# ---- design 1 ----
==> design_1/met2.png <==
Cells faint in the background.
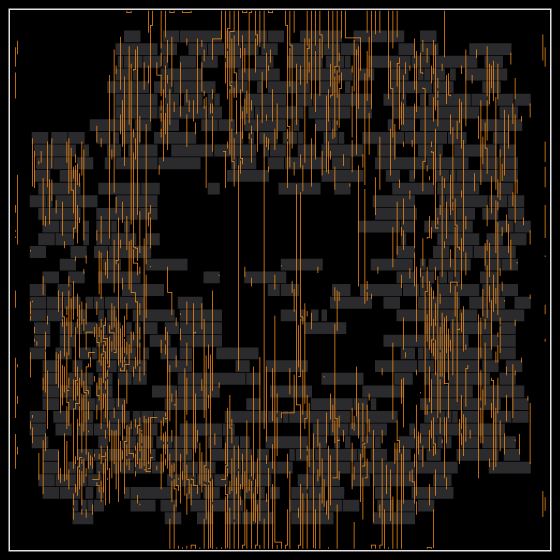

### config.mk
export PLATFORM = sky130hd
export DESIGN_NAME = vga_tile_fetch_arbiter
export DESIGN_NICKNAME = d
export VERILOG_FILES = /design/src/rtl/vga_tile_fetch_arbiter_pkg.sv /design/src/rtl/vga_prefetch_addr.sv /design/src/rtl/vga_tile_fetch_arbiter.sv
export SDC_FILE = /design/constraint.sdc
export NUM_CORES = 1
export LEC_CHECK = 0
export CORE_MARGIN = 4
export CORE_UTILIZATION = 45
export DETAILED_ROUTE_END_ITERATION = 6
export GPL_TIMING_DRIVEN = 1
export PLACE_DENSITY = 0.82
export SYNTH_ARGS = -nofsm -noshare
export SYNTH_HDL_FRONTEND = slang
export SYNTH_SLANG_ARGS = --single-unit
export TNS_END_PERCENT = 1
### constraint.sdc
create_clock -name clk -period 10.2 [get_ports clk]
set_clock_uncertainty 0.05 [all_clocks]
set_input_delay 2.04 -clock clk [delete_from_list [all_inputs] [get_ports clk]]
set_output_delay 2.04 -clock clk [all_outputs]
set_load 0.01 [all_outputs]
### src/rtl/vga_tile_fetch_arbiter_pkg.sv
// Shared constants and FSM encoding for the display-memory arbiter.
package vga_tile_fetch_arbiter_pkg;

    localparam int unsigned H_TOTAL_DEFAULT = 800;
    localparam int unsigned V_TOTAL_DEFAULT = 525;
    localparam int unsigned REGION          = 128;
    localparam int unsigned ADDR_W          = 9;
    localparam int unsigned DATA_W          = 32;
    localparam int unsigned COORD_W         = 10;

    typedef enum logic [1:0] {
        ST_IDLE    = 2'd0,
        ST_VGA_CAP = 2'd1,
        ST_CPU_CAP = 2'd2
    } arb_state_t;

endpackage

### src/rtl/vga_prefetch_addr.sv
// Prefetch target: pixel five columns ahead, wrapped across line and frame,
// tested against the bitmap region and packed into a tile word address.
module vga_prefetch_addr
    import vga_tile_fetch_arbiter_pkg::*;
#(
    parameter int unsigned H_TOTAL = H_TOTAL_DEFAULT,
    parameter int unsigned V_TOTAL = V_TOTAL_DEFAULT
) (
    input  logic [COORD_W-1:0] pixel_x,
    input  logic [COORD_W-1:0] pixel_y,
    output logic [ADDR_W-1:0]  fetch_addr_c,
    output logic               in_region_c
);

    localparam int unsigned LEAD  = 5;
    localparam int unsigned EXT_W = COORD_W + 1;

    logic [EXT_W-1:0] p_raw;
    logic [EXT_W-1:0] p;
    logic [EXT_W-1:0] py_inc;
    logic [EXT_W-1:0] py;

    always_comb begin
        p_raw  = EXT_W'(pixel_x) + EXT_W'(LEAD);
        py_inc = EXT_W'(pixel_y) + EXT_W'(1);
        p      = p_raw;
        py     = EXT_W'(pixel_y);
        if (p_raw >= EXT_W'(H_TOTAL)) begin
            p  = p_raw - EXT_W'(H_TOTAL);
            py = (py_inc >= EXT_W'(V_TOTAL)) ? '0 : py_inc;
        end
        in_region_c  = (p < EXT_W'(REGION)) && (py < EXT_W'(REGION));
        fetch_addr_c = {py[6:3], p[6:2]};
    end

endmodule

### src/rtl/vga_tile_fetch_arbiter.sv
// Arbitrates the single-port display memory between tile prefetch (priority)
// and CPU accesses; presents a stable tile word to the renderer.
module vga_tile_fetch_arbiter
    import vga_tile_fetch_arbiter_pkg::*;
#(
    parameter int unsigned H_TOTAL = H_TOTAL_DEFAULT,
    parameter int unsigned V_TOTAL = V_TOTAL_DEFAULT
) (
    input  logic               clk,
    input  logic               rst,
    input  logic               pix_tick,
    input  logic [COORD_W-1:0] pixel_x,
    input  logic [COORD_W-1:0] pixel_y,
    output logic [DATA_W-1:0]  tile_data,
    input  logic               cpu_req,
    input  logic               cpu_we,
    input  logic [ADDR_W-1:0]  cpu_addr,
    input  logic [DATA_W-1:0]  cpu_wdata,
    output logic               cpu_ack,
    output logic [DATA_W-1:0]  cpu_rdata,
    output logic [ADDR_W-1:0]  mem_addr,
    output logic               mem_we,
    output logic [DATA_W-1:0]  mem_wdata,
    input  logic [DATA_W-1:0]  mem_rdata
);

    arb_state_t          state;
    arb_state_t          state_nxt;
    logic [DATA_W-1:0]   next_word;
    logic [DATA_W-1:0]   rdata_q;
    logic                vga_pend;
    logic [ADDR_W-1:0]   vga_addr;
    logic                swap_c;
    logic [ADDR_W-1:0]   fetch_addr_c;
    logic                in_region_c;

    vga_prefetch_addr #(
        .H_TOTAL (H_TOTAL),
        .V_TOTAL (V_TOTAL)
    ) u_prefetch_addr (
        .pixel_x      (pixel_x),
        .pixel_y      (pixel_y),
        .fetch_addr_c (fetch_addr_c),
        .in_region_c  (in_region_c)
    );

    assign swap_c    = pix_tick && (pixel_x[1:0] == 2'd3);
    assign mem_wdata = cpu_wdata;
    assign cpu_rdata = (state == ST_CPU_CAP) ? mem_rdata : rdata_q;

    always_ff @(posedge clk or posedge rst) begin
        if (rst) begin
            state <= ST_IDLE;
        end else begin
            state <= state_nxt;
        end
    end

    // Issue cycle drives the address; the following CAP state consumes mem_rdata.
    always_comb begin
        state_nxt = state;
        mem_addr  = '0;
        mem_we    = 1'b0;
        cpu_ack   = 1'b0;
        unique case (state)
            ST_IDLE: begin
                if (vga_pend) begin
                    mem_addr  = vga_addr;
                    state_nxt = ST_VGA_CAP;
                end else if (cpu_req && !rst) begin
                    mem_addr  = cpu_addr;
                    mem_we    = cpu_we;
                    state_nxt = ST_CPU_CAP;
                end
            end
            ST_VGA_CAP: begin
                if (cpu_req) begin
                    mem_addr  = cpu_addr;
                    mem_we    = cpu_we;
                    state_nxt = ST_CPU_CAP;
                end else begin
                    state_nxt = ST_IDLE;
                end
            end
            ST_CPU_CAP: begin
                cpu_ack = 1'b1;
                if (vga_pend) begin
                    mem_addr  = vga_addr;
                    state_nxt = ST_VGA_CAP;
                end else begin
                    state_nxt = ST_IDLE;
                end
            end
            default: state_nxt = ST_IDLE;
        endcase
    end

    // A swap never coincides with a VGA capture; if it did, the swap's update wins.
    always_ff @(posedge clk or posedge rst) begin
        if (rst) begin
            tile_data <= '0;
            next_word <= '0;
            vga_pend  <= 1'b0;
            vga_addr  <= '0;
            rdata_q   <= '0;
        end else begin
            if (state == ST_CPU_CAP) begin
                rdata_q <= mem_rdata;
            end
            if (state == ST_VGA_CAP) begin
                next_word <= mem_rdata;
                vga_pend  <= 1'b0;
            end
            if (swap_c) begin
                tile_data <= next_word;
                if (in_region_c) begin
                    vga_addr <= fetch_addr_c;
                    vga_pend <= 1'b1;
                end else begin
                    next_word <= '0;
                end
            end
        end
    end

endmodule

# ---- design 2 ----
## src/rtl/traffic_pkg.sv

```systemverilog
// Shared definitions for the traffic display: phase codes, lamp patterns,
// conversion FSM states and the 7-segment lookup.
package traffic_pkg;

  // Controller phase codes carried on the status bus
  localparam logic [2:0] PH_GR = 3'd3;
  localparam logic [2:0] PH_YR = 3'd4;
  localparam logic [2:0] PH_RG = 3'd5;
  localparam logic [2:0] PH_RY = 3'd6;

  // Lamp patterns {R,Y,G}, active-high
  localparam logic [2:0] LAMP_RED = 3'b100;
  localparam logic [2:0] LAMP_YEL = 3'b010;
  localparam logic [2:0] LAMP_GRN = 3'b001;

  // Largest countdown the two-digit display can show
  localparam logic [6:0] TIME_MAX = 7'd99;

  // Segment pattern {g,f,e,d,c,b,a}, active-low, with every segment dark
  localparam logic [6:0] SEG_BLANK = 7'h7F;

  typedef enum logic [1:0] {
    CONV_LOAD   = 2'd0,
    CONV_SHIFT  = 2'd1,
    CONV_COMMIT = 2'd2
  } conv_state_t;

  // Active-low segment pattern for a BCD digit; non-decimal codes go dark
  function automatic logic [6:0] seg7(input logic [3:0] digit);
    logic [6:0] s;
    case (digit)
      4'd0:    s = 7'h40;
      4'd1:    s = 7'h79;
      4'd2:    s = 7'h24;
      4'd3:    s = 7'h30;
      4'd4:    s = 7'h19;
      4'd5:    s = 7'h12;
      4'd6:    s = 7'h02;
      4'd7:    s = 7'h78;
      4'd8:    s = 7'h00;
      4'd9:    s = 7'h10;
      default: s = SEG_BLANK;
    endcase
    return s;
  endfunction

endpackage

```

## src/rtl/traffic_display_if.sv

```systemverilog
// Status bus from the traffic controller to the display.
// There is no valid/ready handshake on this bus: the controller drives
// state and both countdowns as levels, and the display samples them on
// every clock edge, so the master may change them at any time.
interface traffic_display_if;
  logic [2:0] state;
  logic [6:0] timeLane1;
  logic [6:0] timeLane2;

  modport master (output state, timeLane1, timeLane2);
  modport slave  (input  state, timeLane1, timeLane2);
endinterface

```

## src/rtl/bcd_conv7.sv

```systemverilog
// Sequential double-dabble: 7-bit binary (0..99) to two BCD digits,
// one shift-add-3 step per cycle, seven steps after start.
module bcd_conv7 (
  input  logic       clk,
  input  logic       reset,
  input  logic       start,
  input  logic [6:0] bin,
  output logic [7:0] bcd,
  output logic       done
);

  // {tens, ones, remaining binary bits}
  logic [14:0] sr;
  logic [2:0]  step;
  logic        busy;

  // One double-dabble step: correct each BCD nibble, then shift left.
  // Inputs never exceed 99, so the tens nibble never needs a carry out.
  function automatic logic [14:0] dabble(input logic [14:0] v);
    logic [14:0] a;
    a = v;
    if (a[10:7] >= 4'd5)  a[10:7]  = a[10:7]  + 4'd3;
    if (a[14:11] >= 4'd5) a[14:11] = a[14:11] + 4'd3;
    return {a[13:0], 1'b0};
  endfunction

  // Load on start, then run seven steps; reset abandons any conversion
  always_ff @(posedge clk) begin
    if (!reset) begin
      sr   <= '0;
      step <= '0;
      busy <= 1'b0;
    end else if (start) begin
      sr   <= {8'd0, bin};
      step <= '0;
      busy <= 1'b1;
    end else if (busy) begin
      sr   <= dabble(sr);
      step <= step + 3'd1;
      if (step == 3'd6) busy <= 1'b0;
    end
  end

  assign bcd  = sr[14:7];
  // High during the cycle whose closing edge performs the last step
  assign done = busy && (step == 3'd6);

endmodule

```

## src/rtl/traffic_display.sv

```systemverilog
// Drives lane lamps and a 4-digit multiplexed countdown display from the
// controller's status bus. Unknown phase codes show a blinking-yellow fault.
module traffic_display
  import traffic_pkg::*;
#(
  parameter int SCAN_DIV  = 1000,
  parameter int BLINK_DIV = 25_000_000
) (
  input  logic                clk,
  input  logic                reset,
  traffic_display_if.slave    status,
  output logic [2:0]          lamp1,
  output logic [2:0]          lamp2,
  output logic [6:0]          seg,
  output logic [3:0]          an,
  output conv_state_t         dbg_state
);

  localparam int SCAN_W  = (SCAN_DIV  > 1) ? $clog2(SCAN_DIV)  : 1;
  localparam int BLINK_W = (BLINK_DIV > 1) ? $clog2(BLINK_DIV) : 1;

  conv_state_t        conv_state;
  logic [7:0]         digits1, digits2;
  logic               valid;
  logic [6:0]         t1_clamped, t2_clamped;
  logic [7:0]         bcd1, bcd2;
  logic               done1, done2;
  logic               start;
  logic [BLINK_W-1:0] blink_cnt;
  logic               blink_phase;
  logic [SCAN_W-1:0]  scan_cnt;
  logic [1:0]         scan_idx;
  logic               fault;
  logic [3:0]         cur_digit;
  logic               cur_blank;

  // Saturate countdowns so the converter only ever sees 0..99
  always_comb begin
    t1_clamped = (status.timeLane1 > TIME_MAX) ? TIME_MAX : status.timeLane1;
    t2_clamped = (status.timeLane2 > TIME_MAX) ? TIME_MAX : status.timeLane2;
  end

  assign start     = (conv_state == CONV_LOAD);
  assign dbg_state = conv_state;

  bcd_conv7 u_conv1 (
    .clk   (clk),
    .reset (reset),
    .start (start),
    .bin   (t1_clamped),
    .bcd   (bcd1),
    .done  (done1)
  );

  bcd_conv7 u_conv2 (
    .clk   (clk),
    .reset (reset),
    .start (start),
    .bin   (t2_clamped),
    .bcd   (bcd2),
    .done  (done2)
  );

  // Conversion loop LOAD -> SHIFT x7 -> COMMIT; results land only in COMMIT
  always_ff @(posedge clk) begin
    if (!reset) begin
      conv_state <= CONV_LOAD;
      digits1    <= '0;
      digits2    <= '0;
      valid      <= 1'b0;
    end else begin
      case (conv_state)
        CONV_LOAD:   conv_state <= CONV_SHIFT;
        CONV_SHIFT:  if (done1 && done2) conv_state <= CONV_COMMIT;
        CONV_COMMIT: begin
          digits1    <= bcd1;
          digits2    <= bcd2;
          valid      <= 1'b1;
          conv_state <= CONV_LOAD;
        end
        default:     conv_state <= CONV_LOAD;
      endcase
    end
  end

  // Free-running fault blink; keeps counting across fault entry and exit
  always_ff @(posedge clk) begin
    if (!reset) begin
      blink_cnt   <= '0;
      blink_phase <= 1'b0;
    end else if (blink_cnt == BLINK_W'(BLINK_DIV - 1)) begin
      blink_cnt   <= '0;
      blink_phase <= ~blink_phase;
    end else begin
      blink_cnt <= blink_cnt + 1'b1;
    end
  end

  // Digit scan; held at the lane-1 tens digit until the first result exists
  always_ff @(posedge clk) begin
    if (!reset) begin
      scan_cnt <= '0;
      scan_idx <= 2'd3;
    end else if (valid) begin
      if (scan_cnt == SCAN_W'(SCAN_DIV - 1)) begin
        scan_cnt <= '0;
        scan_idx <= scan_idx - 2'd1;
      end else begin
        scan_cnt <= scan_cnt + 1'b1;
      end
    end
  end

  // Recognised phase codes; anything else is a fault
  always_comb begin
    fault = 1'b1;
    case (status.state)
      PH_GR, PH_YR, PH_RG, PH_RY: fault = 1'b0;
      default:                    fault = 1'b1;
    endcase
  end

  // Pick the digit under scan; tens digits of zero are blanked
  always_comb begin
    cur_digit = 4'd0;
    cur_blank = 1'b0;
    case (scan_idx)
      2'd3: begin cur_digit = digits1[7:4]; cur_blank = (digits1[7:4] == 4'd0); end
      2'd2: begin cur_digit = digits1[3:0]; cur_blank = 1'b0; end
      2'd1: begin cur_digit = digits2[7:4]; cur_blank = (digits2[7:4] == 4'd0); end
      default: begin cur_digit = digits2[3:0]; cur_blank = 1'b0; end
    endcase
  end

  // Registered lamp decode; reset leaves both lanes red
  always_ff @(posedge clk) begin
    if (!reset) begin
      lamp1 <= LAMP_RED;
      lamp2 <= LAMP_RED;
    end else begin
      case (status.state)
        PH_GR:   begin lamp1 <= LAMP_GRN; lamp2 <= LAMP_RED; end
        PH_YR:   begin lamp1 <= LAMP_YEL; lamp2 <= LAMP_RED; end
        PH_RG:   begin lamp1 <= LAMP_RED; lamp2 <= LAMP_GRN; end
        PH_RY:   begin lamp1 <= LAMP_RED; lamp2 <= LAMP_YEL; end
        default: begin
          lamp1 <= {1'b0, blink_phase, 1'b0};
          lamp2 <= {1'b0, blink_phase, 1'b0};
        end
      endcase
    end
  end

  // Registered display drive; dark during fault or before the first result
  always_ff @(posedge clk) begin
    if (!reset) begin
      an  <= 4'b1111;
      seg <= SEG_BLANK;
    end else if (fault || !valid) begin
      an  <= 4'b1111;
      seg <= SEG_BLANK;
    end else begin
      an  <= ~(4'b0001 << scan_idx);
      seg <= cur_blank ? SEG_BLANK : seg7(cur_digit);
    end
  end

endmodule

```

## src/flat_wrapper.sv

```systemverilog
// flat-port wrapper written by rule: the top's interface ports become plain ports
module traffic_display_flat import traffic_pkg::*;
#(
  parameter int SCAN_DIV  = 1000,
  parameter int BLINK_DIV = 25_000_000
)
  (clk, reset, lamp1, lamp2, seg, an, dbg_state, status_state, status_timeLane1, status_timeLane2);
  traffic_display_if status_i ();
  input  logic clk;
  input  logic reset;
  output logic [2:0] lamp1;
  output logic [2:0] lamp2;
  output logic [6:0] seg;
  output logic [3:0] an;
  output conv_state_t dbg_state;
  input wire logic [$bits(status_i.state)-1:0] status_state;
  input wire logic [$bits(status_i.timeLane1)-1:0] status_timeLane1;
  input wire logic [$bits(status_i.timeLane2)-1:0] status_timeLane2;
  assign status_i.state = status_state;
  assign status_i.timeLane1 = status_timeLane1;
  assign status_i.timeLane2 = status_timeLane2;
  traffic_display #(.SCAN_DIV(SCAN_DIV), .BLINK_DIV(BLINK_DIV)) u_core (.clk(clk), .reset(reset), .status(status_i), .lamp1(lamp1), .lamp2(lamp2), .seg(seg), .an(an), .dbg_state(dbg_state));
endmodule
```

## config.mk

```make
export PLATFORM = sky130hd
export DESIGN_NAME = traffic_display_flat
export DESIGN_NICKNAME = d
export VERILOG_FILES = /design/src/rtl/traffic_pkg.sv /design/src/rtl/traffic_display_if.sv /design/src/rtl/bcd_conv7.sv /design/src/rtl/traffic_display.sv /design/src/flat_wrapper.sv
export SDC_FILE = /design/constraint.sdc
export NUM_CORES = 1
export LEC_CHECK = 0
export ABC_AREA = 1
export CAP_MARGIN = 20
export CORE_MARGIN = 2
export CORE_UTILIZATION = 45
export CTS_CLUSTER_DIAMETER = 60
export CTS_CLUSTER_SIZE = 28
export DETAILED_ROUTE_END_ITERATION = 12
export PLACE_DENSITY = 0.63
export SYNTH_ARGS = -nofsm -noshare
export SYNTH_HDL_FRONTEND = slang
export SYNTH_HIERARCHICAL = 1
export SYNTH_SLANG_ARGS = --single-unit
```

## constraint.sdc

```tcl
create_clock -name clk -period 5.83 [get_ports clk]
set_clock_uncertainty 0.1 [all_clocks]
set_input_delay 1.4575 -clock clk [delete_from_list [all_inputs] [get_ports clk]]
set_output_delay 1.4575 -clock clk [all_outputs]
set_load 0.02 [all_outputs]
```

==> design_2/final_congestion.png <==
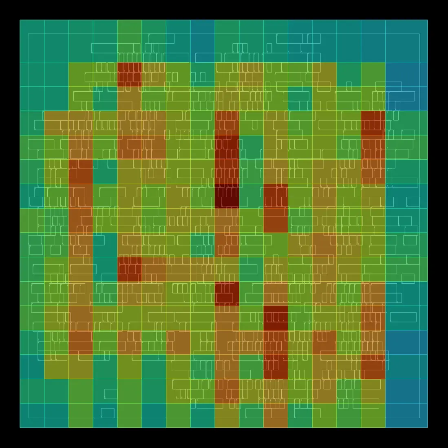
GR peak layer: met2
DR WL/cell: 11.2 µm
GRT Util Overall: 0.182

==> results.yml, design 2 <==
# implementation run metrics
finish:
  regArea_mm2: 0.00224
  largest_register_ff_count: 25
  largestRegisters: "u_core/blink_cnt (25), u_core/u_conv1/sr (15), u_core/u_conv2/sr (15)"
  layout.nonclk_buf_frac: 0.0611
  comb_share: 0.432
  diodes: 0
  num-multi-input-gates: 556
  clock_area_frac: 0.0585
routing:
  first_pass_iters: 5
  drt_iter0_drc: 257
  drt-met1-wl_mm: 5.32
power_and_ir_drop:
  pg_seq_uw: 798
  swShare: 0.214
  net-switching-power_uw: 349
  seqPwrFrac: 0.488
  pwr-share-comb: 0.058
  total_power_uw: 1640
  cellLeakagePower_uw: 0.00264
clocking:
  cts-resized-gates: 0
global_route:
  grt_pass1_vias: 4580
  gr-total-overflow: 0
worst_setup_path:
  rr_startpoint: "u_core/scan_idx[0]"
  worstSetupPathType: "in2reg"
  worstSetupEndpointType: "flop"
  worst-path-buf-inv: 2
worst_hold_path:
  hp-start: "u_core/scan_cnt[7]"
die:
  chipArea_mm2: 0.0133
  initial_core_util: 0.463
  rows: 40
  die_x_um: 115
  coreArea_mm2: 0.0121
timing:
  slew_violations: 0
  hold_viol: 0
  worst_slew_pin_slew_ps: 1060
  finalSetupTns_ps: 0
yosys:
  top_cells_by_count: "nand2_1, nor2_1, dfxtp_1"
  yosysTopAreaCell: "dfxtp_1"
  compound_area_frac: 0.110
  adder_share: 0.0493
placement:
  gp_congestion: 0.890
  dpl.hpwl_mm: 8.14
  io_buffers: 37
run_status:
  outcome: "completed"
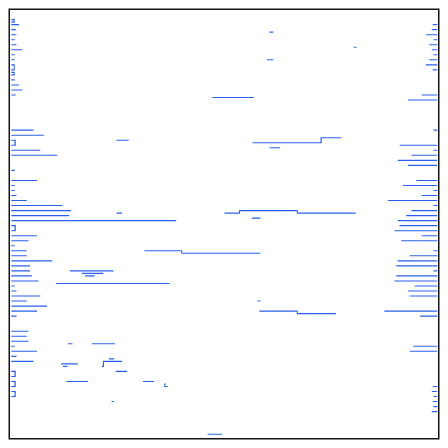
(design_1/met3.png)
The wires run mostly horizontal. The layer holds 6.5% of the routed length. 112 nets have wire on it.
grt met3 use: 0.0475
DR vias: 3682
final WL: 11.8 mm

Notes on design_1/met2.png above:
The layer carries 6030 µm of wire. The longest straight run is 63.2 µm. The layer holds 51% of the routed length. The wires run mostly vertical. 573 nets have wire on it.

==> results.yml, design 1 <==
# implementation run metrics
finish:
  dominant_cells: "sequential cells"
  n_sequential_cell: 108
  inv_count: 9
  fin_util: 0.591
  fillers: 924
power_and_ir_drop:
  pwr-share-clk: 0.188
  seqPwrFrac: 0.382
  peakVddDrop_mv: 0.178
  swShare: 0.310
  powerComb_uw: 788
  power_density_mw_per_mm2: 271
yosys:
  synth.logic.top_family: "multiplexers"
  top_cell: "dfrtp_1"
  ys_cells: 446
  synthTopCellsByArea: "dfrtp_1, mux2_2, nand2_1, a21oi_2, buf_4"
  ys.warnings.count: 0
  yosys-stat-area_mm2: 0.00523
  synth_nets: 547
  mux_area_frac: 0.169
  top_cells_by_count: "dfrtp_1, nand2_1, mux2_2"
  yosysTopAreaCell: "dfrtp_1"
run_status:
  outcome: "completed"
die:
  ios: 205
  tap_cells: 143
  die_x_um: 116
  die_h_um: 116
routing:
  drt.antenna.violating_nets: 0
  route.detailed.drc: 0
  routed_via_density: 5.33
job:
  warning_count: 27
timing:
  timing.final.crit_period_ps: 5960
  finalClockPeriodUsage: 0.585
  finalSetupTns_ps: 0
  max_freq_ghz: 0.168
  slew_violations: 0
  hold_viol: 0
clocking:
  clk_pin_slew_ps: 70
  cts_tree: "built"
  post_cts_buffers: 0
  cts-resized-gates: 0
worst_setup_path:
  crit_required_ps: 8110
  crit_cells: 7
  start_kind: "primary input"
  critPathTopFamily: "buffers and inverters"
  ff2ff_path_depth: 2
  crit_path_max_incr_delay_ps: 530
global_route:
  grt_pass1_vias: 3861
  grt_util_met2: 0.310
  gr-total-overflow: 0
  gr-usage-met1: 0.218
worst_hold_path:
  hp-start: "rdata_q[29]"
  hold_path.class: "reg2reg"
placement:
  io_buffers: 140
  place_area_mm2: 0.00646
  dpl.hpwl_mm: 8.39


==> layout pictures side by side <==
Metal 1.
Scale bar: 20 µm. Supply wires on this layer in gray.
shot_01.png
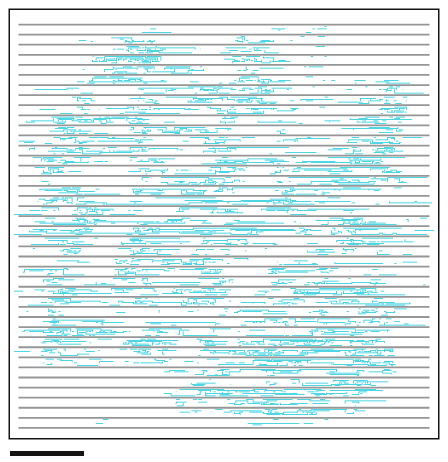
shot_02.png
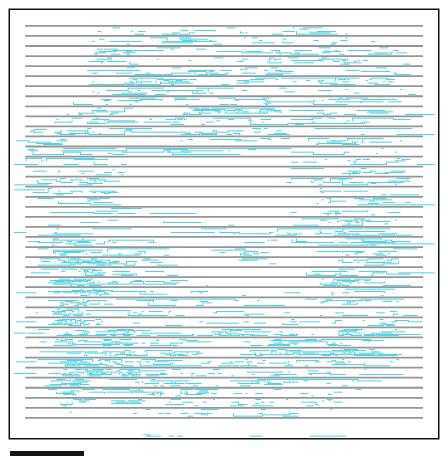
shot_02.png comes from design 1.
shot_01.png comes from design 2.

Key to shot_02.png:
The longest straight run is 44.6 µm. The layer carries 4750 µm of wire. 540 nets have wire on it.

No activity file was given, so power comes from the tool's default toggle rates.
